######## block 1 ########
==> block_1/m1.png <==
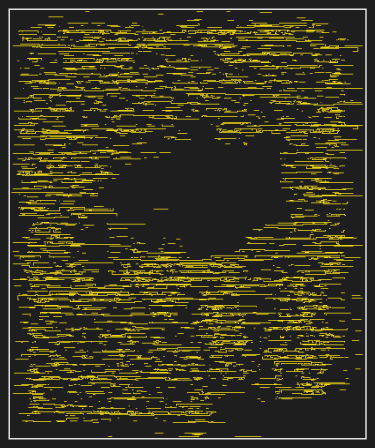

<file path="config.mk">
export PLATFORM = sky130hd
export DESIGN_NAME = simon_host_ctrl
export DESIGN_NICKNAME = d
export VERILOG_FILES = /design/src/rtl/simon_host_pkg.sv /design/src/rtl/simon_host_timer.sv /design/src/rtl/simon_host_ctrl.sv
export SDC_FILE = /design/constraint.sdc
export NUM_CORES = 1
export LEC_CHECK = 0
export ABC_AREA = 1
export CAP_MARGIN = 20
export CORE_AREA = 3 3 134 162
export CTS_BUF_LIST = sky130_fd_sc_hd__clkbuf_4 sky130_fd_sc_hd__clkbuf_8
export DETAILED_ROUTE_END_ITERATION = 12
export DIE_AREA = 0 0 137 165
export PLACE_DENSITY = 0.77
export SLEW_MARGIN = 0
export SYNTH_ARGS = -nofsm -noshare
export SYNTH_HDL_FRONTEND = slang
export SYNTH_SLANG_ARGS = --single-unit
</file>
<file path="constraint.sdc">
create_clock -name clk -period 1.73 [get_ports clk]
set_input_delay 0.346 -clock clk [delete_from_list [all_inputs] [get_ports clk]]
set_output_delay 0.346 -clock clk [all_outputs]
set_load 0.02 [all_outputs]
</file>
<file path="src/rtl/simon_host_pkg.sv">
// Shared types, default widths and SIMON 48/72 reference constants for the
// SIMON host controller.
package simon_host_pkg;

    localparam int N_DEF = 24;
    localparam int M_DEF = 3;
    localparam int BLK_W = 2 * N_DEF;
    localparam int KEY_W = M_DEF * N_DEF;

    typedef enum logic [2:0] {
        IDLE      = 3'd0,
        KEY_REQ   = 3'd1,
        KEY_WAIT  = 3'd2,
        READY     = 3'd3,
        DATA_REQ  = 3'd4,
        DATA_WAIT = 3'd5,
        READ_ACK  = 3'd6
    } state_t;

    // Published SIMON 48/72 test vector
    localparam logic [KEY_W-1:0] TV_KEY    = 72'h121110_0A0908_020100;
    localparam logic [BLK_W-1:0] TV_PLAIN  = 48'h6120676E696C;
    localparam logic [BLK_W-1:0] TV_CIPHER = 48'hDAE5AC292CAC;

    // States in which a core transaction is outstanding
    function automatic logic is_busy(input state_t s);
        return (s != IDLE) && (s != READY);
    endfunction

endpackage

</file>
<file path="src/rtl/simon_host_timer.sv">
// Clearable, saturating response timer. clr marks the first cycle of a new
// state: the visible count reads zero in that cycle regardless of history.
module simon_host_timer #(
    parameter int TERM = 1023,
    parameter int W    = $clog2(TERM + 1)
) (
    input  logic clk,
    input  logic R,
    input  logic clr,
    input  logic en,
    output logic term
);

    logic [W-1:0] cnt_q;
    logic [W-1:0] cnt_eff;

    assign cnt_eff = clr ? '0 : cnt_q;
    assign term    = (cnt_eff == W'(TERM));

    // Advance the count while enabled, restarting on clr and holding at TERM
    always_ff @(posedge clk) begin
        if (R) begin
            cnt_q <= '0;
        end else if (clr) begin
            cnt_q <= en ? W'(1) : '0;
        end else if (en && (cnt_q != W'(TERM))) begin
            cnt_q <= cnt_q + W'(1);
        end
    end

endmodule

</file>
<file path="src/rtl/simon_host_ctrl.sv">
// Stream-to-core initiator for the SIMON 48/72 key/data handshakes.
module simon_host_ctrl
    import simon_host_pkg::*;
#(
    parameter int N       = N_DEF,
    parameter int M       = M_DEF,
    parameter int TIMEOUT = 1023,
    parameter int CW      = 16
) (
    input  logic           clk,
    input  logic           R,
    input  logic           key_valid,
    input  logic [M*N-1:0] key_in,
    output logic           key_ready,
    input  logic           in_valid,
    input  logic [2*N-1:0] in_data,
    input  logic           in_enc_dec,
    output logic           in_ready,
    output logic           out_valid,
    output logic [2*N-1:0] out_data,
    input  logic           out_ready,
    output logic           newKey,
    output logic           newData,
    output logic           readData,
    output logic           enc_dec,
    output logic [M*N-1:0] key,
    output logic [2*N-1:0] plain,
    input  logic           ldKey,
    input  logic           doneKey,
    input  logic           ldData,
    input  logic           doneData,
    input  logic [2*N-1:0] cipher,
    output logic           key_loaded,
    output logic           busy,
    output logic           err,
    output logic [CW-1:0]  blk_count
);

    state_t state;
    logic   ready_q;    // registered "in READY" flag behind in_ready
    logic   entered;    // first cycle of a newly entered state
    logic   room;       // output register free (or being drained) this cycle
    logic   tmo_en;
    logic   tmo_term;
    logic   tmo_hit;
    logic   key_take;
    logic   blk_take;

    // A pending key always beats a pending block
    assign in_ready = ready_q && !key_valid;
    assign room     = !out_valid || out_ready;
    assign key_take = key_valid && key_ready;
    assign blk_take = in_valid && in_ready;
    assign tmo_hit  = tmo_term && is_busy(state);

    // Timer runs only while waiting on the core, and not while output is stalled
    always_comb begin
        tmo_en = 1'b0;
        case (state)
            KEY_REQ, KEY_WAIT, DATA_REQ, READ_ACK: tmo_en = 1'b1;
            DATA_WAIT:                             tmo_en = room;
            default:                               tmo_en = 1'b0;
        endcase
    end

    simon_host_timer #(.TERM(TIMEOUT)) u_timer (
        .clk  (clk),
        .R    (R),
        .clr  (entered),
        .en   (tmo_en),
        .term (tmo_term)
    );

    // Handshake sequencer with all outputs registered
    always_ff @(posedge clk) begin
        if (R) begin
            state      <= IDLE;
            ready_q    <= 1'b0;
            entered    <= 1'b0;
            newKey     <= 1'b0;
            newData    <= 1'b0;
            readData   <= 1'b0;
            enc_dec    <= 1'b1;
            key        <= '0;
            plain      <= '0;
            key_ready  <= 1'b0;
            out_valid  <= 1'b0;
            out_data   <= '0;
            key_loaded <= 1'b0;
            busy       <= 1'b0;
            err        <= 1'b0;
            blk_count  <= '0;
        end else begin
            entered <= 1'b0;
            if (out_valid && out_ready) begin
                out_valid <= 1'b0;
            end
            if (tmo_hit) begin
                state      <= IDLE;
                entered    <= 1'b1;
                newKey     <= 1'b0;
                newData    <= 1'b0;
                readData   <= 1'b0;
                key_loaded <= 1'b0;
                err        <= 1'b1;
                key_ready  <= 1'b1;
                ready_q    <= 1'b0;
                busy       <= 1'b0;
            end else begin
                case (state)
                    IDLE, READY: begin
                        key_ready <= 1'b1;
                        ready_q   <= (state == READY);
                        if (key_take) begin
                            key        <= key_in;
                            key_loaded <= 1'b0;
                            newKey     <= 1'b1;
                            state      <= KEY_REQ;
                            entered    <= 1'b1;
                            key_ready  <= 1'b0;
                            ready_q    <= 1'b0;
                            busy       <= 1'b1;
                        end else if (blk_take) begin
                            plain     <= in_data;
                            enc_dec   <= in_enc_dec;
                            newData   <= 1'b1;
                            state     <= DATA_REQ;
                            entered   <= 1'b1;
                            key_ready <= 1'b0;
                            ready_q   <= 1'b0;
                            busy      <= 1'b1;
                        end
                    end
                    KEY_REQ: begin
                        if (ldKey) begin
                            newKey  <= 1'b0;
                            state   <= KEY_WAIT;
                            entered <= 1'b1;
                        end
                    end
                    KEY_WAIT: begin
                        if (doneKey) begin
                            key_loaded <= 1'b1;
                            state      <= READY;
                            entered    <= 1'b1;
                            key_ready  <= 1'b1;
                            ready_q    <= 1'b1;
                            busy       <= 1'b0;
                        end
                    end
                    DATA_REQ: begin
                        if (ldData) begin
                            newData <= 1'b0;
                            state   <= DATA_WAIT;
                            entered <= 1'b1;
                        end
                    end
                    DATA_WAIT: begin
                        if (doneData && room) begin
                            out_data  <= cipher;
                            out_valid <= 1'b1;
                            readData  <= 1'b1;
                            state     <= READ_ACK;
                            entered   <= 1'b1;
                        end
                    end
                    READ_ACK: begin
                        if (!doneData) begin
                            readData  <= 1'b0;
                            blk_count <= blk_count + CW'(1);
                            state     <= READY;
                            entered   <= 1'b1;
                            key_ready <= 1'b1;
                            ready_q   <= 1'b1;
                            busy      <= 1'b0;
                        end
                    end
                    default: begin
                        state   <= IDLE;
                        entered <= 1'b1;
                        busy    <= 1'b0;
                    end
                endcase
            end
        end
    end

endmodule

</file>
######## block 2 ########
--- src/rtl/sd_pkg.sv ---
// Shared definitions for the sync-frame transmitter and the sequence
// detectors that consume its stream.
//   sd_state_e      : transmitter FSM states
//   SYNC_W_DFLT     : default sync marker width
//   SYNC_PATTERN    : default sync marker, sent MSB first
//   IDLE_LEVEL_DFLT : default line level in idle and guard gap
//   cnt_width()     : bit-counter width, $clog2(max(a,b,c)) + 1
package sd_pkg;

  typedef enum logic [2:0] {
    ST_IDLE   = 3'd0,
    ST_SYNC   = 3'd1,
    ST_DATA   = 3'd2,
    ST_PARITY = 3'd3,
    ST_GAP    = 3'd4
  } sd_state_e;

  localparam int                     SYNC_W_DFLT     = 4;
  localparam logic [SYNC_W_DFLT-1:0] SYNC_PATTERN    = 4'b1011;
  localparam logic                   IDLE_LEVEL_DFLT = 1'b0;

  function automatic int cnt_width(input int a, input int b, input int c);
    int m;
    m = a;
    if (b > m) m = b;
    if (c > m) m = c;
    return $clog2(m) + 1;
  endfunction

endpackage

--- src/rtl/piso_shift.sv ---
// Parallel-in / serial-out shift register.
//   clk, rst_n : clock, async active-low reset (clears to zero)
//   i_load     : load i_data (wins over i_shift)
//   i_data     : parallel word
//   i_shift    : shift left by one, zero fill
//   o_msb      : current MSB
module piso_shift #(
  parameter int WIDTH = 8
) (
  input  logic             clk,
  input  logic             rst_n,
  input  logic             i_load,
  input  logic [WIDTH-1:0] i_data,
  input  logic             i_shift,
  output logic             o_msb
);

  logic [WIDTH-1:0] r_sh;

  generate
    if (WIDTH == 1) begin : g_one
      always_ff @(posedge clk or negedge rst_n) begin
        if (!rst_n)       r_sh <= '0;
        else if (i_load)  r_sh <= i_data;
        else if (i_shift) r_sh <= '0;
      end
    end else begin : g_wide
      always_ff @(posedge clk or negedge rst_n) begin
        if (!rst_n)       r_sh <= '0;
        else if (i_load)  r_sh <= i_data;
        else if (i_shift) r_sh <= {r_sh[WIDTH-2:0], 1'b0};
      end
    end
  endgenerate

  assign o_msb = r_sh[WIDTH-1];

endmodule

--- src/rtl/sync_frame_tx.sv ---
// Serial frame transmitter: each accepted word goes out as
// sync marker (MSB first), payload (MSB first), even parity, guard gap.
//   clk, rst_n   : clock, async active-low reset
//   tx_data      : payload, sampled only on the accept edge
//   tx_valid     : producer has a word
//   tx_ready     : high only in IDLE
//   serial_out   : registered serial line
//   frame_active : high for every sync/data/parity/gap bit
//   done         : one-cycle pulse in the first IDLE cycle after a frame
module sync_frame_tx
  import sd_pkg::*;
#(
  parameter int                DATA_W     = 8,
  parameter int                SYNC_W     = SYNC_W_DFLT,
  parameter logic [SYNC_W-1:0] SYNC       = SYNC_PATTERN,
  parameter int                GAP_BITS   = 2,
  parameter logic              IDLE_LEVEL = IDLE_LEVEL_DFLT
) (
  input  logic              clk,
  input  logic              rst_n,
  input  logic [DATA_W-1:0] tx_data,
  input  logic              tx_valid,
  output logic              tx_ready,
  output logic              serial_out,
  output logic              frame_active,
  output logic              done
);

  localparam int               CNT_W     = cnt_width(DATA_W, SYNC_W, GAP_BITS);
  localparam logic [CNT_W-1:0] SYNC_LAST = CNT_W'(SYNC_W - 1);
  localparam logic [CNT_W-1:0] DATA_LAST = CNT_W'(DATA_W - 1);
  localparam logic [CNT_W-1:0] GAP_LAST  = CNT_W'(GAP_BITS - 1);

  sd_state_e        r_state, w_state_nxt;
  logic [CNT_W-1:0] r_cnt, w_cnt_nxt;
  logic             r_par, r_ser, r_active, r_done;
  logic             w_accept, w_shift, w_msb;
  logic             w_ser_nxt, w_active_nxt, w_done_nxt;

  assign tx_ready = (r_state == ST_IDLE);
  assign w_accept = tx_valid && tx_ready;

  // Shift whenever the upcoming cycle is a data cycle: the MSB is captured
  // into r_ser on the same edge, so the register always holds the next bit.
  assign w_shift = (w_state_nxt == ST_DATA);

  piso_shift #(.WIDTH(DATA_W)) u_piso (
    .clk     (clk),
    .rst_n   (rst_n),
    .i_load  (w_accept),
    .i_data  (tx_data),
    .i_shift (w_shift),
    .o_msb   (w_msb)
  );

  // State register and shared bit counter
  always_ff @(posedge clk or negedge rst_n) begin
    if (!rst_n) begin
      r_state <= ST_IDLE;
      r_cnt   <= '0;
    end else begin
      r_state <= w_state_nxt;
      r_cnt   <= w_cnt_nxt;
    end
  end

  // Next-state; the counter restarts on every state change and rests in IDLE
  always_comb begin
    w_state_nxt = r_state;
    case (r_state)
      ST_IDLE:   if (w_accept)           w_state_nxt = ST_SYNC;
      ST_SYNC:   if (r_cnt == SYNC_LAST) w_state_nxt = ST_DATA;
      ST_DATA:   if (r_cnt == DATA_LAST) w_state_nxt = ST_PARITY;
      ST_PARITY:                         w_state_nxt = ST_GAP;
      ST_GAP:    if (r_cnt == GAP_LAST)  w_state_nxt = ST_IDLE;
      default:                           w_state_nxt = ST_IDLE;
    endcase
    if ((w_state_nxt != r_state) || (r_state == ST_IDLE)) w_cnt_nxt = '0;
    else                                                  w_cnt_nxt = r_cnt + CNT_W'(1);
  end

  // Output decode of the upcoming cycle; registered below so the line has
  // no combinational path from the inputs.
  always_comb begin
    w_ser_nxt    = IDLE_LEVEL;
    w_active_nxt = 1'b1;
    case (w_state_nxt)
      ST_SYNC: begin
        for (int k = 0; k < SYNC_W; k++)
          if (w_cnt_nxt == CNT_W'(k)) w_ser_nxt = SYNC[SYNC_W-1-k];
      end
      ST_DATA:   w_ser_nxt = w_msb;
      ST_PARITY: w_ser_nxt = r_par;
      ST_GAP:    w_ser_nxt = IDLE_LEVEL;
      default:   w_active_nxt = 1'b0;
    endcase
    w_done_nxt = (r_state == ST_GAP) && (w_state_nxt == ST_IDLE);
  end

  always_ff @(posedge clk or negedge rst_n) begin
    if (!rst_n) begin
      r_ser    <= IDLE_LEVEL;
      r_active <= 1'b0;
      r_done   <= 1'b0;
      r_par    <= 1'b0;
    end else begin
      r_ser    <= w_ser_nxt;
      r_active <= w_active_nxt;
      r_done   <= w_done_nxt;
      if (w_accept) r_par <= ^tx_data;
    end
  end

  assign serial_out   = r_ser;
  assign frame_active = r_active;
  assign done         = r_done;

endmodule

--- config.mk ---
export PLATFORM = sky130hd
export DESIGN_NAME = sync_frame_tx
export DESIGN_NICKNAME = d
export VERILOG_FILES = /design/src/rtl/sd_pkg.sv /design/src/rtl/piso_shift.sv /design/src/rtl/sync_frame_tx.sv
export SDC_FILE = /design/constraint.sdc
export NUM_CORES = 1
export LEC_CHECK = 0
export ABC_AREA = 1
export CAP_MARGIN = 0
export CORE_MARGIN = 5
export CORE_UTILIZATION = 40
export DETAILED_ROUTE_END_ITERATION = 8
export HOLD_SLACK_MARGIN = 0.03
export PLACE_DENSITY = 0.7
export SLEW_MARGIN = 10
export SYNTH_ARGS = -nofsm -noshare
export SYNTH_HDL_FRONTEND = slang
export SYNTH_SLANG_ARGS = --single-unit
export TNS_END_PERCENT = 50
--- constraint.sdc ---
create_clock -name clk -period 4.2 [get_ports clk]
set_clock_uncertainty 0.2 [all_clocks]
set_input_delay 0.84 -clock clk [delete_from_list [all_inputs] [get_ports clk]]
set_output_delay 0.84 -clock clk [all_outputs]
set_load 0.02 [all_outputs]
######## block 3 ########
[config.mk]
export PLATFORM = sky130hd
export DESIGN_NAME = mem_access_unit
export DESIGN_NICKNAME = d
export VERILOG_FILES = /design/src/rtl/mau_pkg.sv /design/src/rtl/mau_lane_steer.sv /design/src/rtl/mem_access_unit.sv
export SDC_FILE = /design/constraint.sdc
export NUM_CORES = 1
export LEC_CHECK = 0
export ABC_AREA = 0
export CAP_MARGIN = 20
export CORE_UTILIZATION = 40
export DETAILED_ROUTE_END_ITERATION = 16
export PLACE_DENSITY_LB_ADDON = 0.1
export SYNTH_ARGS = -nofsm -noshare
export SYNTH_HDL_FRONTEND = slang
export SYNTH_SLANG_ARGS = --single-unit
[constraint.sdc]
create_clock -name clk -period 15.45 [get_ports clk]
set_clock_uncertainty 0.1 [all_clocks]
set_input_delay 3.09 -clock clk [delete_from_list [all_inputs] [get_ports clk]]
set_output_delay 3.09 -clock clk [all_outputs]
set_load 0.01 [all_outputs]
[src/rtl/mau_pkg.sv]
// Shared definitions for the load/store stage: opcodes, FSM states, exception codes, lane masks.
// Latency: n/a (definitions only).
// Backpressure: n/a.
package mau_pkg;

  localparam logic [5:0] OP_LB  = 6'h20;
  localparam logic [5:0] OP_LH  = 6'h21;
  localparam logic [5:0] OP_LW  = 6'h23;
  localparam logic [5:0] OP_LBU = 6'h24;
  localparam logic [5:0] OP_LHU = 6'h25;
  localparam logic [5:0] OP_LL  = 6'h30;
  localparam logic [5:0] OP_SB  = 6'h28;
  localparam logic [5:0] OP_SH  = 6'h29;
  localparam logic [5:0] OP_SW  = 6'h2b;
  localparam logic [5:0] OP_SC  = 6'h38;

  typedef enum logic [1:0] {
    ST_IDLE   = 2'd0,
    ST_ACCESS = 2'd1,
    ST_RESP   = 2'd2
  } state_t;

  typedef enum logic [1:0] {
    SZ_BYTE = 2'd0,
    SZ_HALF = 2'd1,
    SZ_WORD = 2'd2
  } size_t;

  localparam logic [1:0] EXC_NONE     = 2'd0;
  localparam logic [1:0] EXC_MISALIGN = 2'd1;
  localparam logic [1:0] EXC_TIMEOUT  = 2'd2;
  localparam logic [1:0] EXC_ILLEGAL  = 2'd3;

  // Byte-enable masks; bit3 covers data bits [31:24].
  localparam logic [3:0] BE_BYTE0   = 4'b0001;
  localparam logic [3:0] BE_HALF_LO = 4'b0011;
  localparam logic [3:0] BE_HALF_HI = 4'b1100;
  localparam logic [3:0] BE_WORD    = 4'b1111;

  function automatic logic op_legal(input logic [5:0] op);
    case (op)
      OP_LB, OP_LH, OP_LW, OP_LBU, OP_LHU, OP_LL,
      OP_SB, OP_SH, OP_SW, OP_SC: op_legal = 1'b1;
      default:                    op_legal = 1'b0;
    endcase
  endfunction

  function automatic logic op_is_store(input logic [5:0] op);
    op_is_store = (op == OP_SB) || (op == OP_SH) || (op == OP_SW) || (op == OP_SC);
  endfunction

  function automatic size_t op_size(input logic [5:0] op);
    case (op)
      OP_LB, OP_LBU, OP_SB: op_size = SZ_BYTE;
      OP_LH, OP_LHU, OP_SH: op_size = SZ_HALF;
      default:              op_size = SZ_WORD;
    endcase
  endfunction

  function automatic logic op_signed(input logic [5:0] op);
    op_signed = (op == OP_LB) || (op == OP_LH);
  endfunction

endpackage

[src/rtl/mau_lane_steer.sv]
// Byte-lane steering: byte enables, store replication, load extraction/extension, misalign flag.
// Latency: purely combinational.
// Backpressure: none; pure function of its inputs.
module mau_lane_steer
  import mau_pkg::*;
#(
  parameter bit BIG_ENDIAN = 1'b1
) (
  input  logic [5:0]  opcode,
  input  logic [1:0]  addr_lo,
  input  logic [31:0] store_data,
  input  logic [31:0] rdata,
  output logic [3:0]  be,
  output logic [31:0] wdata,
  output logic [31:0] rdata_ext,
  output logic        misalign
);

  size_t       size;
  logic        sgn;
  logic [1:0]  byte_lane;
  logic        half_upper;
  logic [7:0]  rd_byte;
  logic [15:0] rd_half;

  // Map byte/half offsets onto physical lanes according to endianness.
  always_comb begin
    size       = op_size(opcode);
    sgn        = op_signed(opcode);
    byte_lane  = BIG_ENDIAN ? (2'd3 - addr_lo) : addr_lo;
    half_upper = BIG_ENDIAN ? ~addr_lo[1] : addr_lo[1];
    rd_byte    = rdata[{byte_lane, 3'b000} +: 8];
    rd_half    = half_upper ? rdata[31:16] : rdata[15:0];
  end

  // Select enables, replicate store data and extend load data by access size.
  always_comb begin
    be        = BE_WORD;
    wdata     = store_data;
    rdata_ext = rdata;
    misalign  = 1'b0;
    case (size)
      SZ_BYTE: begin
        be        = BE_BYTE0 << byte_lane;
        wdata     = {4{store_data[7:0]}};
        rdata_ext = {{24{sgn & rd_byte[7]}}, rd_byte};
      end
      SZ_HALF: begin
        be        = half_upper ? BE_HALF_HI : BE_HALF_LO;
        wdata     = {2{store_data[15:0]}};
        rdata_ext = {{16{sgn & rd_half[15]}}, rd_half};
        misalign  = addr_lo[0];
      end
      default: begin
        misalign  = (addr_lo != 2'b00);
      end
    endcase
  end

endmodule

[src/rtl/mem_access_unit.sv]
// Load/store stage: single-outstanding req/ack memory access with LL/SC link tracking.
// Latency: done 2 cycles after start when ack arrives in the first req cycle; 1 cycle on exception or SC fail.
// Backpressure: busy blocks new starts; mem_req holds until mem_ack or TIMEOUT_CYCLES elapse.
module mem_access_unit
  import mau_pkg::*;
#(
  parameter int unsigned TIMEOUT_CYCLES = 16,
  parameter bit          BIG_ENDIAN     = 1'b1
) (
  input  logic        clk,
  input  logic        reset,
  input  logic        start,
  input  logic [5:0]  opcode,
  input  logic [31:0] addr,
  input  logic [31:0] store_data,
  input  logic        link_clear,
  output logic        busy,
  output logic        done,
  output logic [31:0] load_result,
  output logic [1:0]  exc_code,
  output logic        mem_req,
  output logic        mem_we,
  output logic [31:0] mem_addr,
  output logic [31:0] mem_wdata,
  output logic [3:0]  mem_be,
  input  logic        mem_ack,
  input  logic [31:0] mem_rdata
);

  localparam int CW = $clog2(TIMEOUT_CYCLES + 1);

  state_t      state, state_d;
  logic [5:0]  op_q, op_d;
  logic [31:0] addr_q, addr_d;
  logic [CW-1:0] cnt, cnt_d;
  logic        link_valid, link_valid_d;
  logic [29:0] link_addr, link_addr_d;

  logic        busy_d, done_d, req_d, we_d;
  logic [31:0] result_d, maddr_d, wdata_d;
  logic [1:0]  exc_d;
  logic [3:0]  be_d;

  logic [5:0]  steer_op;
  logic [1:0]  steer_lo;
  logic [3:0]  steer_be;
  logic [31:0] steer_wdata, steer_rdata;
  logic        steer_misalign;

  // Steer on live inputs while idle (request decode), on latched request otherwise (load return).
  always_comb begin
    steer_op = (state == ST_IDLE) ? opcode    : op_q;
    steer_lo = (state == ST_IDLE) ? addr[1:0] : addr_q[1:0];
  end

  mau_lane_steer #(.BIG_ENDIAN(BIG_ENDIAN)) u_steer (
    .opcode     (steer_op),
    .addr_lo    (steer_lo),
    .store_data (store_data),
    .rdata      (mem_rdata),
    .be         (steer_be),
    .wdata      (steer_wdata),
    .rdata_ext  (steer_rdata),
    .misalign   (steer_misalign)
  );

  // Next-state and next-output computation for the IDLE/ACCESS/RESP sequencer.
  always_comb begin
    state_d      = state;
    op_d         = op_q;
    addr_d       = addr_q;
    cnt_d        = cnt;
    link_valid_d = link_valid;
    link_addr_d  = link_addr;
    busy_d       = busy;
    done_d       = 1'b0;
    result_d     = load_result;
    exc_d        = exc_code;
    req_d        = mem_req;
    we_d         = mem_we;
    maddr_d      = mem_addr;
    wdata_d      = mem_wdata;
    be_d         = mem_be;

    case (state)
      ST_IDLE: begin
        busy_d = 1'b0;
        if (start) begin
          op_d   = opcode;
          addr_d = addr;
          busy_d = 1'b1;
          if (!op_legal(opcode)) begin
            state_d  = ST_RESP;
            done_d   = 1'b1;
            exc_d    = EXC_ILLEGAL;
            result_d = 32'd0;
          end else if (steer_misalign) begin
            state_d  = ST_RESP;
            done_d   = 1'b1;
            exc_d    = EXC_MISALIGN;
            result_d = 32'd0;
          end else if ((opcode == OP_SC) && !(link_valid && (link_addr == addr[31:2]))) begin
            // SC with a broken link fails without touching memory.
            state_d  = ST_RESP;
            done_d   = 1'b1;
            exc_d    = EXC_NONE;
            result_d = 32'd0;
          end else begin
            state_d = ST_ACCESS;
            cnt_d   = '0;
            req_d   = 1'b1;
            we_d    = op_is_store(opcode);
            maddr_d = {addr[31:2], 2'b00};
            be_d    = steer_be;
            wdata_d = op_is_store(opcode) ? steer_wdata : 32'd0;
          end
        end
      end

      ST_ACCESS: begin
        if (mem_ack) begin
          state_d = ST_RESP;
          done_d  = 1'b1;
          exc_d   = EXC_NONE;
          req_d   = 1'b0;
          we_d    = 1'b0;
          be_d    = 4'b0000;
          if (op_is_store(op_q)) begin
            result_d = (op_q == OP_SC) ? 32'd1 : 32'd0;
            if (link_addr == addr_q[31:2]) begin
              link_valid_d = 1'b0;
            end
          end else begin
            result_d = steer_rdata;
            if (op_q == OP_LL) begin
              link_valid_d = 1'b1;
              link_addr_d  = addr_q[31:2];
            end
          end
        end else if (cnt == CW'(TIMEOUT_CYCLES - 1)) begin
          state_d  = ST_RESP;
          done_d   = 1'b1;
          exc_d    = EXC_TIMEOUT;
          result_d = 32'd0;
          req_d    = 1'b0;
          we_d     = 1'b0;
          be_d     = 4'b0000;
        end else begin
          cnt_d = cnt + CW'(1);
        end
      end

      ST_RESP: begin
        state_d = ST_IDLE;
        busy_d  = 1'b0;
      end

      default: begin
        state_d = ST_IDLE;
        busy_d  = 1'b0;
        req_d   = 1'b0;
      end
    endcase

    // An external invalidate overrides a simultaneous LL completion.
    if (link_clear) begin
      link_valid_d = 1'b0;
    end
  end

  // State, link and output registers; reset abandons any access immediately.
  always_ff @(posedge clk or posedge reset) begin
    if (reset) begin
      state       <= ST_IDLE;
      op_q        <= 6'd0;
      addr_q      <= 32'd0;
      cnt         <= '0;
      link_valid  <= 1'b0;
      link_addr   <= 30'd0;
      busy        <= 1'b0;
      done        <= 1'b0;
      load_result <= 32'd0;
      exc_code    <= EXC_NONE;
      mem_req     <= 1'b0;
      mem_we      <= 1'b0;
      mem_addr    <= 32'd0;
      mem_wdata   <= 32'd0;
      mem_be      <= 4'b0000;
    end else begin
      state       <= state_d;
      op_q        <= op_d;
      addr_q      <= addr_d;
      cnt         <= cnt_d;
      link_valid  <= link_valid_d;
      link_addr   <= link_addr_d;
      busy        <= busy_d;
      done        <= done_d;
      load_result <= result_d;
      exc_code    <= exc_d;
      mem_req     <= req_d;
      mem_we      <= we_d;
      mem_addr    <= maddr_d;
      mem_wdata   <= wdata_d;
      mem_be      <= be_d;
    end
  end

endmodule

######## block 4 ########
==> src/rtl/uart_pkg.sv <==
// Shared constants and state encodings for the UART command parser.
// The debug struct gives checkers a stable view of both FSMs.
package uart_pkg;

    localparam logic [7:0] CHAR_CR  = 8'h0D;
    localparam logic [7:0] CHAR_LF  = 8'h0A;
    localparam logic [7:0] CHAR_ESC = 8'h1B;

    localparam int         NUM_DIGITS_DEFAULT = 4;
    localparam logic [7:0] ACK_OK_DEFAULT     = 8'h4B;
    localparam logic [7:0] ACK_ERR_DEFAULT    = 8'h45;

    typedef enum logic [1:0] {
        EMPTY = 2'd0,
        ACCUM = 2'd1,
        ERROR = 2'd2
    } parse_state_e;

    typedef enum logic {
        TX_IDLE = 1'b0,
        TX_WAIT = 1'b1
    } tx_state_e;

    typedef struct packed {
        parse_state_e parse_state;
        tx_state_e    tx_state;
    } dbg_t;

endpackage

==> src/rtl/ascii_hex_decode.sv <==
// Combinational byte classifier: hex digit (with its value), line terminator, escape.
module ascii_hex_decode
    import uart_pkg::*;
(
    input  logic [7:0] byte_in,
    output logic       is_hex,
    output logic       is_term,
    output logic       is_esc,
    output logic [3:0] nibble
);

    always_comb begin
        is_hex  = 1'b0;
        nibble  = 4'h0;
        is_term = (byte_in == CHAR_CR) || (byte_in == CHAR_LF);
        is_esc  = (byte_in == CHAR_ESC);
        if (byte_in >= 8'h30 && byte_in <= 8'h39) begin
            is_hex = 1'b1;
            nibble = byte_in[3:0];
        end else if ((byte_in >= 8'h41 && byte_in <= 8'h46) ||
                     (byte_in >= 8'h61 && byte_in <= 8'h66)) begin
            // 'A'/'a' have low nibble 1, so +9 maps them onto 10..15.
            is_hex = 1'b1;
            nibble = byte_in[3:0] + 4'd9;
        end
    end

endmodule

==> src/rtl/uart_cmd_parser.sv <==
// Line-oriented hex command parser: accumulates hex digits, commits on CR/LF
// to the display and answers each non-empty line with K or E over uart_tx.
module uart_cmd_parser
    import uart_pkg::*;
#(
    parameter int         NUM_DIGITS = NUM_DIGITS_DEFAULT,
    parameter logic [7:0] ACK_OK     = ACK_OK_DEFAULT,
    parameter logic [7:0] ACK_ERR    = ACK_ERR_DEFAULT,
    localparam int        W          = 4 * NUM_DIGITS
) (
    input  logic         clk,
    input  logic         rst,
    input  logic [7:0]   rx_data,
    input  logic         rx_d_val,
    input  logic         tx_done,
    output logic [W-1:0] disp_data,
    output logic         disp_upd,
    output logic [7:0]   tx_data,
    output logic         tx_start,
    output logic         err,
    output logic         tx_ovf,
    output dbg_t         dbg
);

    localparam int CW = $clog2(NUM_DIGITS + 1);

    logic       is_hex, is_term, is_esc;
    logic [3:0] nibble;

    ascii_hex_decode u_decode (
        .byte_in (rx_data),
        .is_hex  (is_hex),
        .is_term (is_term),
        .is_esc  (is_esc),
        .nibble  (nibble)
    );

    parse_state_e  parse_state_q, parse_state_d;
    logic [W-1:0]  acc_q, acc_d;
    logic [CW-1:0] cnt_q, cnt_d;
    logic [W-1:0]  disp_data_q, disp_data_d;
    logic          disp_upd_q, disp_upd_d;
    logic          err_q, err_d;
    logic          req_ok, req_err;

    tx_state_e     tx_state_q, tx_state_d;
    logic [7:0]    tx_data_q, tx_data_d;
    logic          tx_start_q, tx_start_d;
    logic          tx_ovf_q, tx_ovf_d;

    always_comb begin
        parse_state_d = parse_state_q;
        acc_d         = acc_q;
        cnt_d         = cnt_q;
        disp_data_d   = disp_data_q;
        disp_upd_d    = 1'b0;
        err_d         = 1'b0;
        req_ok        = 1'b0;
        req_err       = 1'b0;
        if (rx_d_val) begin
            case (parse_state_q)
                EMPTY: begin
                    if (is_hex) begin
                        acc_d         = W'(nibble);
                        cnt_d         = CW'(1);
                        parse_state_d = ACCUM;
                    end else if (!is_term && !is_esc) begin
                        parse_state_d = ERROR;
                    end
                end
                ACCUM: begin
                    if (is_hex && cnt_q != CW'(NUM_DIGITS)) begin
                        acc_d = (acc_q << 4) | W'(nibble);
                        cnt_d = cnt_q + CW'(1);
                    end else if (is_term) begin
                        disp_data_d   = acc_q;
                        disp_upd_d    = 1'b1;
                        req_ok        = 1'b1;
                        acc_d         = '0;
                        cnt_d         = '0;
                        parse_state_d = EMPTY;
                    end else if (is_esc) begin
                        acc_d         = '0;
                        cnt_d         = '0;
                        parse_state_d = EMPTY;
                    end else begin
                        // Overlong value or a non-hex byte poisons the rest of the line.
                        acc_d         = '0;
                        cnt_d         = '0;
                        parse_state_d = ERROR;
                    end
                end
                ERROR: begin
                    if (is_term) begin
                        err_d         = 1'b1;
                        req_err       = 1'b1;
                        parse_state_d = EMPTY;
                    end else if (is_esc) begin
                        parse_state_d = EMPTY;
                    end
                end
                default: parse_state_d = EMPTY;
            endcase
        end
    end

    // Handshake with uart_tx: tx_start is a one-cycle request; tx_data is held
    // until the matching tx_done strobe. There is no queue: a request made while
    // a byte is outstanding (including the tx_done cycle itself) is dropped and
    // recorded in the sticky tx_ovf.
    always_comb begin
        tx_state_d = tx_state_q;
        tx_data_d  = tx_data_q;
        tx_start_d = 1'b0;
        tx_ovf_d   = tx_ovf_q;
        case (tx_state_q)
            TX_IDLE: begin
                if (req_ok || req_err) begin
                    tx_data_d  = req_ok ? ACK_OK : ACK_ERR;
                    tx_start_d = 1'b1;
                    tx_state_d = TX_WAIT;
                end
            end
            TX_WAIT: begin
                if (req_ok || req_err) begin
                    tx_ovf_d = 1'b1;
                end
                if (tx_done) begin
                    tx_state_d = TX_IDLE;
                end
            end
            default: tx_state_d = TX_IDLE;
        endcase
    end

    always_ff @(posedge clk or posedge rst) begin
        if (rst) begin
            parse_state_q <= EMPTY;
            acc_q         <= '0;
            cnt_q         <= '0;
            disp_data_q   <= '0;
            disp_upd_q    <= 1'b0;
            err_q         <= 1'b0;
            tx_state_q    <= TX_IDLE;
            tx_data_q     <= 8'h00;
            tx_start_q    <= 1'b0;
            tx_ovf_q      <= 1'b0;
        end else begin
            parse_state_q <= parse_state_d;
            acc_q         <= acc_d;
            cnt_q         <= cnt_d;
            disp_data_q   <= disp_data_d;
            disp_upd_q    <= disp_upd_d;
            err_q         <= err_d;
            tx_state_q    <= tx_state_d;
            tx_data_q     <= tx_data_d;
            tx_start_q    <= tx_start_d;
            tx_ovf_q      <= tx_ovf_d;
        end
    end

    assign disp_data       = disp_data_q;
    assign disp_upd        = disp_upd_q;
    assign err             = err_q;
    assign tx_data         = tx_data_q;
    assign tx_start        = tx_start_q;
    assign tx_ovf          = tx_ovf_q;
    assign dbg.parse_state = parse_state_q;
    assign dbg.tx_state    = tx_state_q;

endmodule

==> config.mk <==
export PLATFORM = sky130hd
export DESIGN_NAME = uart_cmd_parser
export DESIGN_NICKNAME = d
export VERILOG_FILES = /design/src/rtl/uart_pkg.sv /design/src/rtl/ascii_hex_decode.sv /design/src/rtl/uart_cmd_parser.sv
export SDC_FILE = /design/constraint.sdc
export NUM_CORES = 1
export LEC_CHECK = 0
export CORE_MARGIN = 2
export CORE_UTILIZATION = 55
export CTS_CLUSTER_DIAMETER = 40
export DETAILED_ROUTE_END_ITERATION = 10
export GPL_ROUTABILITY_DRIVEN = 0
export PLACE_DENSITY = 0.84
export SYNTH_ARGS = -nofsm -noshare
export SYNTH_HDL_FRONTEND = slang
export SYNTH_SLANG_ARGS = --single-unit
==> constraint.sdc <==
create_clock -name clk -period 2.5 [get_ports clk]
set_clock_uncertainty 0.15 [all_clocks]
set_input_delay 0.375 -clock clk [delete_from_list [all_inputs] [get_ports clk]]
set_output_delay 0.375 -clock clk [all_outputs]
set_load 0.05 [all_outputs]

==> layout pictures side by side <==
I/O nets highlighted.
panel A
Bar = 20 um.
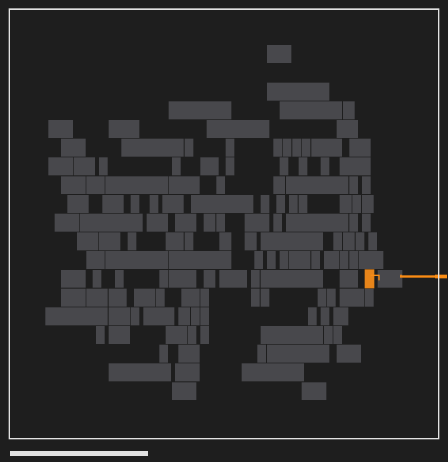
panel B
Bar = 50 um.
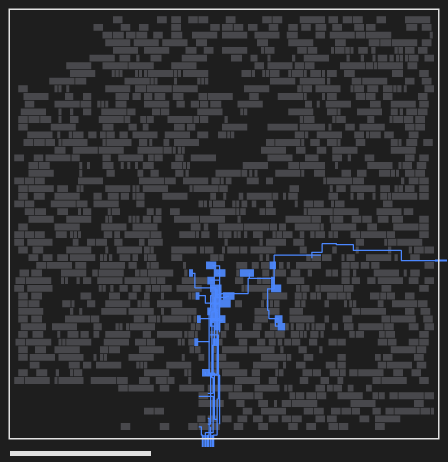
panel C
Bar = 50 um.
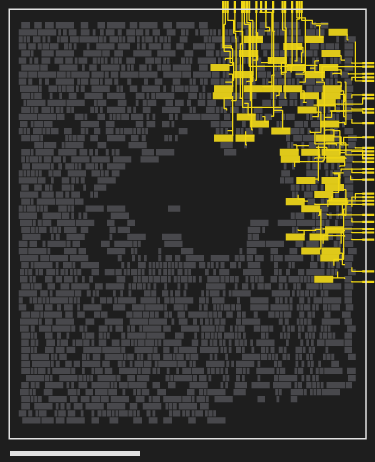
panel D
Bar = 20 um.
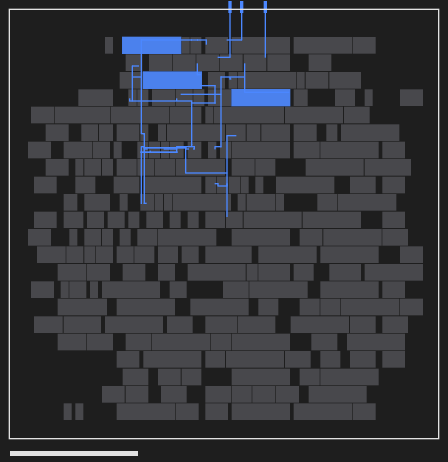
For block 4, see panel D.
For block 1, see panel C.
For block 3, see panel B.
For block 2, see panel A.

==> block_1/ff_map.png <==
Other sequential cells in the stronger grey, the rest of the logic in the fainter grey.
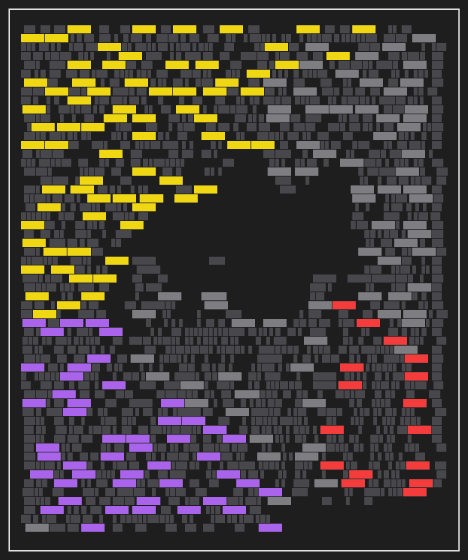
netlist name	colour	placed flops
plain	purple	48
blk_count	red	16
key	yellow	72
not coloured	72

## Picture notes: block_1/m1.png
wire length on this layer	9890 um
main direction	horizontal
longest straight run	33.1 um
share of all routed wire	37%

==> metrics.yaml, block 1 <==
yosys:
  top_cells_by_area: "dfxtp_1, nor2_1, o21ai_0"
  top_logic_kind: "simple AND/OR/NAND/NOR gates"
  syn_nets: 1278
route:
  drc: 0
power_and_ir_drop:
  swShare_pct: 33.79
  p_seq_share_pct: 40.2
  peakVddDrop_mv: 0.8727
  combPwrFrac_pct: 30.3
critical_path:
  critPathCapture: "blk_count[9]"
  critPathBufInv: 1
  max_stage_delay_ps: 440
  cp_num_cells: 1
worst_hold_path:
  hold_start: "in_enc_dec"
  hold_end: "enc_dec$_SDFFE_PP1P_"
  hold_class: "in2reg"
final_layout:
  lay_top_cells: "nor2_1, dfxtp_1, dlygate4sd2_1"
  fin_util_pct: 62.89
  stdcell_count: 1778
  clk_share_pct: 5.295
die:
  fp_util_pct: 39.76
  nWellTaps: 265
grt:
  grt_max_degree: 89
placement:
  place_congestion: 0.8695
clock_tree:
  clock_path_buffers: 3
  cts_buffers: 35
status:
  status: "finished clean"
run:
  drv_cap: 0
-- block 1: worst reg2reg max path: cells and delay by family, from the launching register on --
kind                   cells  cell delay, ps
and+or+nand+nor            5             640
buffers and inverters      3             380
DFF                        1             440
-- block 1: metal layers --
| layer | share of wire [%] | vias up | track usage [%] |
|---|---|---|---|
| met5 | 0 | - | 0 |
| met2 | 49 | 371 | 38.22 |
| met1 | 37 | 3831 | 25.02 |
| met3 | 9.8 | 70 | 8.013 |
| li1 | - | 4301 | - |
| met4 | 4.2 | 0 | 9.982 |
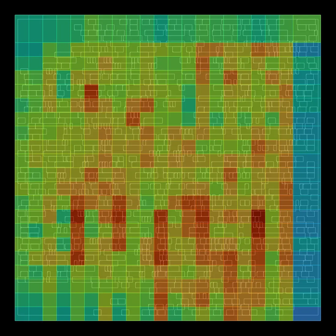
(block_3/congestion_map.png)
most used routing layer: met2
grt met3 use: 3.503%
Final Util: 53.85%
Total Routing Usage GR: 21.31%
met2 Use GR: 33.39%

==> metrics.yaml, block 3 <==
critical_path:
  critPathMaxFanout: 51
  rrSetupSlack_ps: 11460
  r2r-start: "state[1]$_DFFE_PP0P_"
  max_stage_delay_ps: 720
route:
  routed_wirelength_um: 23780
die:
  num_rows: 54
power_and_ir_drop:
  maxPowerGroup: "sequential cells"
  finalPower_mw: 1.424
status:
  status: "finished clean"
final_layout:
  signal_buffer_area_fraction_pct: 18.47
  n_all_buffers: 219
yosys:
  xor_area_share_pct: 6.059
  yosysUniqueCellTypes: 72
worst_hold_path:
  hold_end: "busy$_DFFE_PP0N_"
  hold_class: "reg2reg"
run:
  drv_cap: 0
timing:
  setup_viol: 0
  worst_slack_ps: 9065
clock_tree:
  cts.repair.resized: 0
  cts_tree: "built"
## block 3: Yosys cell counts (5+ instances only)
library cell	number
mux2_1	51
or3_1	13
buf_4	7
buf_6	9
nand2_1	173
o2bb2ai_1	9
xor2_1	22
dfrtp_1	180
o21ai_0	14
nor4_1	9
o221ai_1	6
mux2i_1	38
inv_1	19
buf_1	6
a221oi_1	8
and2_1	5
nor3_1	5
a22o_1	19
clkbuf_1	23
xnor2_1	40
nor2_1	31
a211oi_1	8
nand4_1	14
a21oi_1	17
nand2b_1	5
mux2_2	34
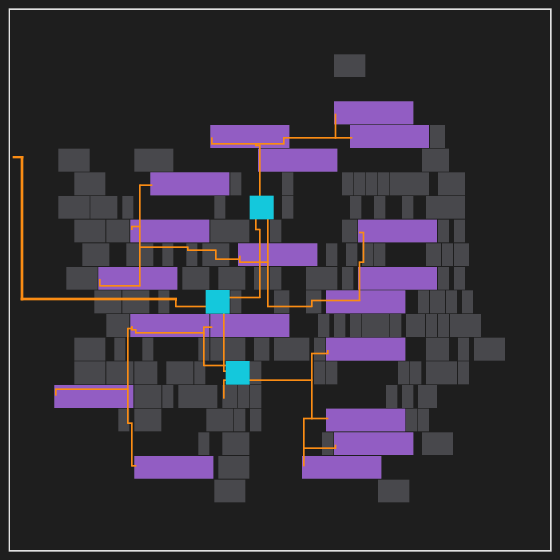
(block_2/clock_wires.png)
[flip-flops] purple | count: 19
[clock wires] orange | length: 235 um
[clock-net drivers] cyan | count: 3
routed clock nets	4

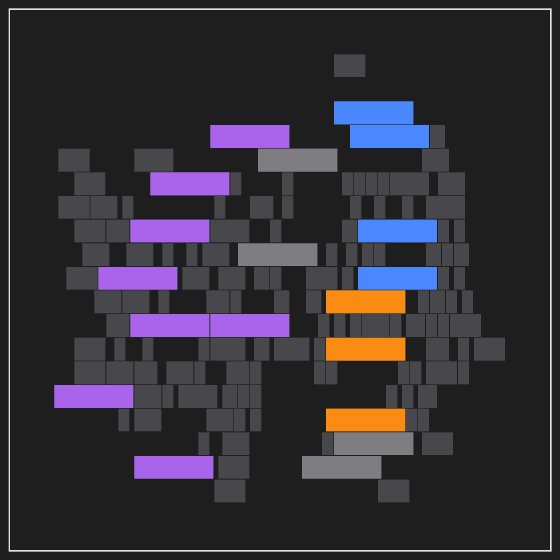
(block_2/ff_map.png)
Other sequential cells in the stronger grey, the rest of the logic in the fainter grey.
netlist name	colour	placed flops
u_piso.r_sh	purple	8
r_state	orange	3
r_cnt	blue	4

==> metrics.yaml, block 2 <==
yosys:
  ys_ff: 19
  ys.flop_type: "dfrtp_1"
  xor_area_share_pct: 7.241
  yosys_cells: 124
  edf_count: 0
  ys_sh_aoi_pct: 14.60
worst_hold_path:
  hold_class: "reg2reg"
critical_path:
  endpoint_kind: "output port"
  critPathCapture: "tx_ready"
clock_tree:
  clk_pin_slew_ps: 110
die:
  fp_util_pct: 40.52
timing:
  finalCritPeriodShare_pct: 66.11
route:
  routed-wl-met2_um: 924
status:
  status: "finished clean"
grt:
  grt-busiest-layer: "met2"
final_layout:
  final_nets: 153
  logic_gates: 83
==> block 2: critical path, stage by stage, from the launching register on <==
cell,delay (ps)
dfrtp_1,460
nor2_2,260
nand2_1,80
inv_1,50
clkdlybuf4s50_1,590
==> block 2: state kept, by name, indices dropped and copies added, names as in the netlist <==
| signal | cells |
|---|---|
| u_piso.r_sh | 8 |
| r_cnt | 4 |
| r_state | 3 |
| done | 1 |
| frame_active | 1 |
| r_par | 1 |
| serial_out | 1 |
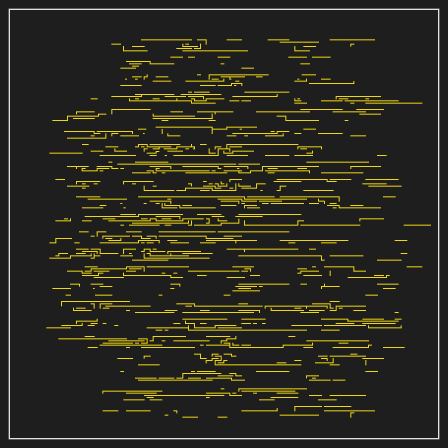
(block_4/m1.png)
longest straight run	18.4 um
main direction	horizontal
share of all routed wire	38%
wire length on this layer	1820 um
nets with wire on the layer	206

==> metrics.yaml, block 4 <==
die:
  num_rows: 22
  fp_util_pct: 58.18
  nWellTaps: 48
yosys:
  netlist_area_sq_um: 2162
  syn_avg_cell_area_sq_um: 12.57
  top_logic_kind: "AND-OR/OR-AND gates"
  yosysTopAreaCell: "dfrtp_1"
clock_tree:
  cts_tree: "built"
  cts.repair.resized: 0
  clkLatencyLatePin_ps: 300
  ctsHoldBuffers: 0
final_layout:
  largest_cell_class: "registers"
grt:
  overflow: 0
  grt_usage_pct: 24.33
power_and_ir_drop:
  power_density_nw_per_um2: 520.5
  maxPowerGroup: "sequential cells"
route:
  wl_per_cell_um: 17.70
  routed_wirelength_um: 4727
status:
  status: "finished clean"
==> block 4: critical path: stages <==
cell             delay (ps)
clkdlybuf4s50_1         530
ha_1                    280
mux2_2                  230
nand3_2                 110
nor2_4                  440
mux2_1                  380
==> block 4: metal layers <==
layer	vias to the layer above	share of wire, %
met5	-	0
li1	714	-
met4	0	1.8
met3	9	4.5
met1	780	38
met2	55	55
==> block 4: kinds of logic (layout without fill, tap and decap cells) <==
family          Yosys count  after routing
fa+ha+maj                 6              6
mux                      18             18
simple gates             33             33
buf+inv                  23             68
flops                    45             45
other cells               1              3
compound gates           46             46

######## block 5 ########
==> block_5/m1.png <==
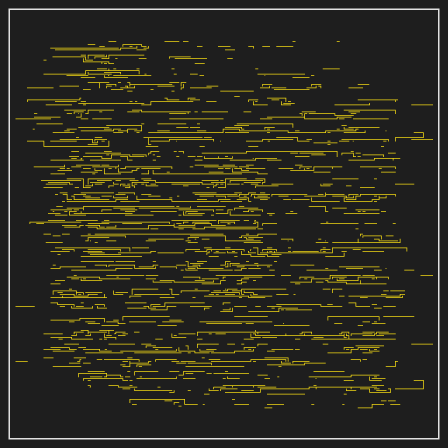
==> block_5/class_map.png <==
Fill, decap, tap and diode cells in grey.
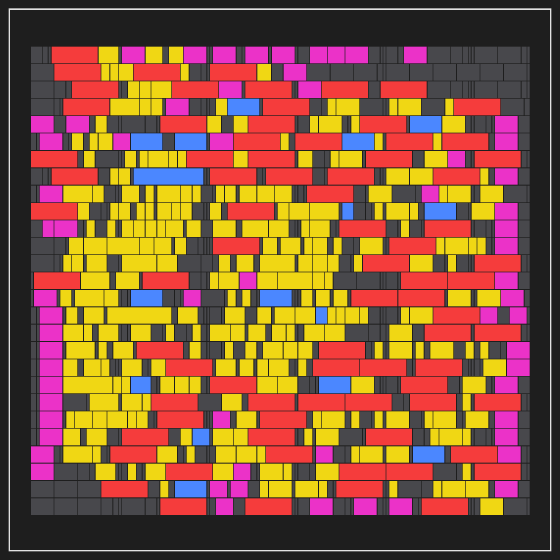
`src/rtl/noncoh_acc_ctrl.sv`:
```
// noncoh_acc_ctrl -- sequences one noncoherent accumulation pass over a set of bins.
//
// A pass reads each bin's coherent result (1-cycle RAM), reads the stored noncoherent
// sum two cycles later (1-cycle RAM, skipped on a first pass where nc_zero forces the
// operand to 0), samples the datapath overflow flag, and writes the new sum back.
// Overflow seen during a pass arms a halving (extra_shift) for the next pass and
// bumps the running halving count (nc_scale).
//
// Ports
//   clk, rst_b               clock, synchronous active-low reset
//   start, first_pass,       pass request and its parameters (sampled in IDLE only)
//   bin_num[10:0]
//   abort                    kill the current pass, back to IDLE
//   exceed                   datapath overflow, valid the cycle before the sum latches
//   coh_rd_en/coh_rd_addr    coherent RAM read
//   coh_valid                coherent data valid to datapath
//   nc_rd_en/nc_rd_addr      noncoherent RAM read
//   nc_zero                  zero the noncoherent operand (first pass)
//   nc_wr_en/nc_wr_addr      write-back of the latched sum
//   extra_shift, nc_scale    halving control and applied-halving count
//   busy, done               pass in progress / one-cycle completion pulse
module noncoh_acc_ctrl (
  input  logic        clk,
  input  logic        rst_b,
  input  logic        start,
  input  logic        abort,
  input  logic        first_pass,
  input  logic [10:0] bin_num,
  input  logic        exceed,
  output logic        coh_rd_en,
  output logic [9:0]  coh_rd_addr,
  output logic        coh_valid,
  output logic        nc_rd_en,
  output logic [9:0]  nc_rd_addr,
  output logic        nc_zero,
  output logic        nc_wr_en,
  output logic [9:0]  nc_wr_addr,
  output logic        extra_shift,
  output logic [3:0]  nc_scale,
  output logic        busy,
  output logic        done
);

  typedef enum logic [1:0] {IDLE, RUN, DRAIN, DONE} state_t;

  state_t     state;
  logic [9:0] last_addr;
  logic [9:0] p1_addr;
  logic       p2_valid;
  logic       p3_valid;
  logic [9:0] p3_addr;
  logic       first_q;
  logic       pass_exceed;

  // Pipeline: coh_rd (stage 0) -> coh_valid (1) -> nc_rd (2) -> exceed sample (3)
  // -> nc_wr (4). The stage-2 valid is kept separately from nc_rd_en because writes
  // still occur on a first pass even though the noncoherent read is suppressed.
  always_ff @(posedge clk) begin
    if (!rst_b) begin
      state       <= IDLE;
      last_addr   <= '0;
      coh_rd_en   <= 1'b0;
      coh_rd_addr <= '0;
      coh_valid   <= 1'b0;
      p1_addr     <= '0;
      p2_valid    <= 1'b0;
      nc_rd_en    <= 1'b0;
      nc_rd_addr  <= '0;
      p3_valid    <= 1'b0;
      p3_addr     <= '0;
      nc_wr_en    <= 1'b0;
      nc_wr_addr  <= '0;
      nc_zero     <= 1'b0;
      first_q     <= 1'b0;
      pass_exceed <= 1'b0;
      extra_shift <= 1'b0;
      nc_scale    <= '0;
      busy        <= 1'b0;
      done        <= 1'b0;
    end else if (abort) begin
      // Flags keep their values; only the in-flight pass is discarded.
      state       <= IDLE;
      coh_rd_en   <= 1'b0;
      coh_valid   <= 1'b0;
      p2_valid    <= 1'b0;
      nc_rd_en    <= 1'b0;
      p3_valid    <= 1'b0;
      nc_wr_en    <= 1'b0;
      nc_zero     <= 1'b0;
      pass_exceed <= 1'b0;
      busy        <= 1'b0;
      done        <= 1'b0;
    end else begin
      coh_valid  <= coh_rd_en;
      p1_addr    <= coh_rd_addr;
      p2_valid   <= coh_valid;
      nc_rd_en   <= coh_valid & ~first_q;
      nc_rd_addr <= p1_addr;
      p3_valid   <= p2_valid;
      p3_addr    <= nc_rd_addr;
      nc_wr_en   <= p3_valid;
      nc_wr_addr <= p3_addr;
      if (p3_valid && exceed) pass_exceed <= 1'b1;
      done <= 1'b0;

      case (state)
        IDLE: begin
          if (start) begin
            if (bin_num == 11'd0) begin
              // Empty pass: report completion without touching RAM or flags.
              state <= DONE;
              done  <= 1'b1;
            end else begin
              state       <= RUN;
              busy        <= 1'b1;
              coh_rd_en   <= 1'b1;
              coh_rd_addr <= '0;
              last_addr   <= (bin_num >= 11'd1024) ? 10'd1023 : (bin_num[9:0] - 10'd1);
              first_q     <= first_pass;
              nc_zero     <= first_pass;
              pass_exceed <= 1'b0;
              if (first_pass) begin
                extra_shift <= 1'b0;
                nc_scale    <= '0;
              end
            end
          end
        end
        RUN: begin
          // Stop on the last address rather than on wrap, so 1024 bins never roll over.
          if (coh_rd_addr == last_addr) begin
            coh_rd_en <= 1'b0;
            state     <= DRAIN;
          end else begin
            coh_rd_addr <= coh_rd_addr + 10'd1;
          end
        end
        DRAIN: begin
          // Only the final write remains in stage 4; every exceed has been sampled.
          if (!(coh_valid || p2_valid || p3_valid)) begin
            state       <= DONE;
            busy        <= 1'b0;
            done        <= 1'b1;
            nc_zero     <= 1'b0;
            extra_shift <= pass_exceed;
            if (pass_exceed && (nc_scale != 4'd15)) nc_scale <= nc_scale + 4'd1;
          end
        end
        DONE: begin
          state <= IDLE;
        end
        default: state <= IDLE;
      endcase
    end
  end

endmodule

```
`config.mk`:
```
export PLATFORM = sky130hd
export DESIGN_NAME = noncoh_acc_ctrl
export DESIGN_NICKNAME = d
export VERILOG_FILES = /design/src/rtl/noncoh_acc_ctrl.sv
export SDC_FILE = /design/constraint.sdc
export NUM_CORES = 1
export LEC_CHECK = 0
export CAP_MARGIN = 10
export CORE_MARGIN = 3
export CORE_UTILIZATION = 56
export DETAILED_ROUTE_END_ITERATION = 7
export HOLD_SLACK_MARGIN = 0.08
export PLACE_DENSITY_LB_ADDON = 0.3
export SYNTH_ARGS = -nofsm -noshare
export SYNTH_HDL_FRONTEND = slang
export SYNTH_SLANG_ARGS = --single-unit
```
`constraint.sdc`:
```
create_clock -name clk -period 3.5 [get_ports clk]
set_input_delay 0.7 -clock clk [delete_from_list [all_inputs] [get_ports clk]]
set_output_delay 0.7 -clock clk [all_outputs]
set_load 0.1 [all_outputs]
```
==> metrics.yaml <==
status:
  status: "finished clean"
final_layout:
  layout-drive-gt1-share_pct: 10.45
grt:
  antenna_found_initial: 0
  grt_use_met3_pct: 6.183
  grt_first_pass_wirelength_um: 12620
placement:
  post-dp-hpwl_um: 5246
  dpl_cell_area_sq_um: 4036
critical_path:
  rrSetupSlack_ps: 1200
  r2r-start: "state[1]$_SDFFE_PP0P_"
  critPathMaxFanout: 3
route:
  drc: 0
  routed_wirelength_um: 7482
  routed.top_layer: "met4"
yosys:
  yosys-top-cells-count: "dfxtp_1, nor2_1, mux2i_1"
  most_common_cell: "dfxtp_1"
  top_cells_by_area: "dfxtp_1, mux2i_1, nor2_1"
  top_logic_kind: "simple AND/OR/NAND/NOR gates"
  yosys_area_sq_um: 3456
  yosys_cells: 362
die:
  num_rows: 27
worst_hold_path:
  worstHoldPathCells: 1
clock_tree:
  post_cts_buffers: 0
  cts.repair.resized: 0
power_and_ir_drop:
  powerSeq_mw: 0.916
  p_int_mw: 1.353
  power.clock.fraction_pct: 37.7
timing:
  finalCritPeriodShare_pct: 74.74
  tightest_slew_ps: 974.9
  hold_viol: 0
Notes on block_5/m1.png above:
longest straight run	25.3 um
wire length on this layer	3200 um
share of all routed wire	43%

Notes on block_5/class_map.png above:
class	colour	cells	share of their area
registers	red	78	38%
clock drivers and dummy loads	blue	16	5.0%
remaining logic cells	yellow	265	43%
remaining buffers and delay cells	magenta	62	14%

cell type report:
| cell class | instances | area, sq um |
|---|---|---|
| Sequential cell | 78 | 1562 |
| Multi-Input combinational cell | 256 | 1773 |
| Clock buffer | 11 | 151.4 |
| Timing Repair Buffer | 62 | 578.1 |
| Inverter | 9 | 33.78 |
| Fill cell | 451 | 1499 |
| Clock inverter | 5 | 56.30 |
| Tap cell | 72 | 90.09 |


==> layout pictures side by side <==
Congestion heat map.
shot_01.png
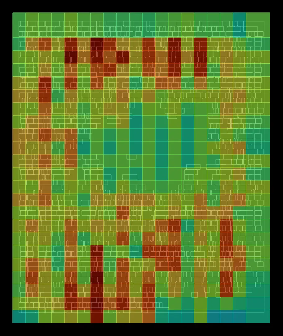
shot_02.png
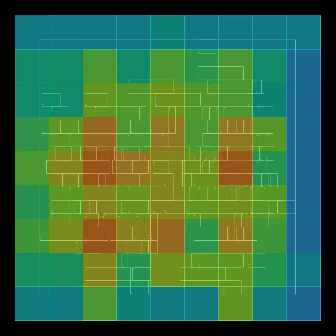
shot_03.png
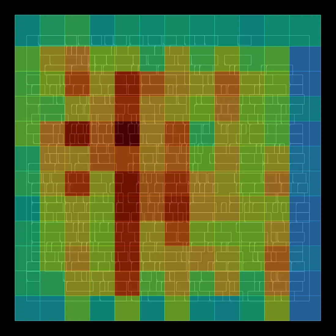
shot_04.png
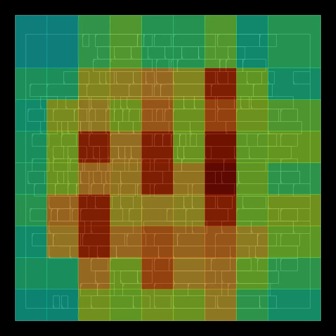
- least wire per cell: shot_02.png
- lowest utilization: shot_02.png
| picture | from |
|---|---|
| shot_01.png | block 1 |
| shot_03.png | block 5 |
| shot_04.png | block 4 |
| shot_02.png | block 2 |

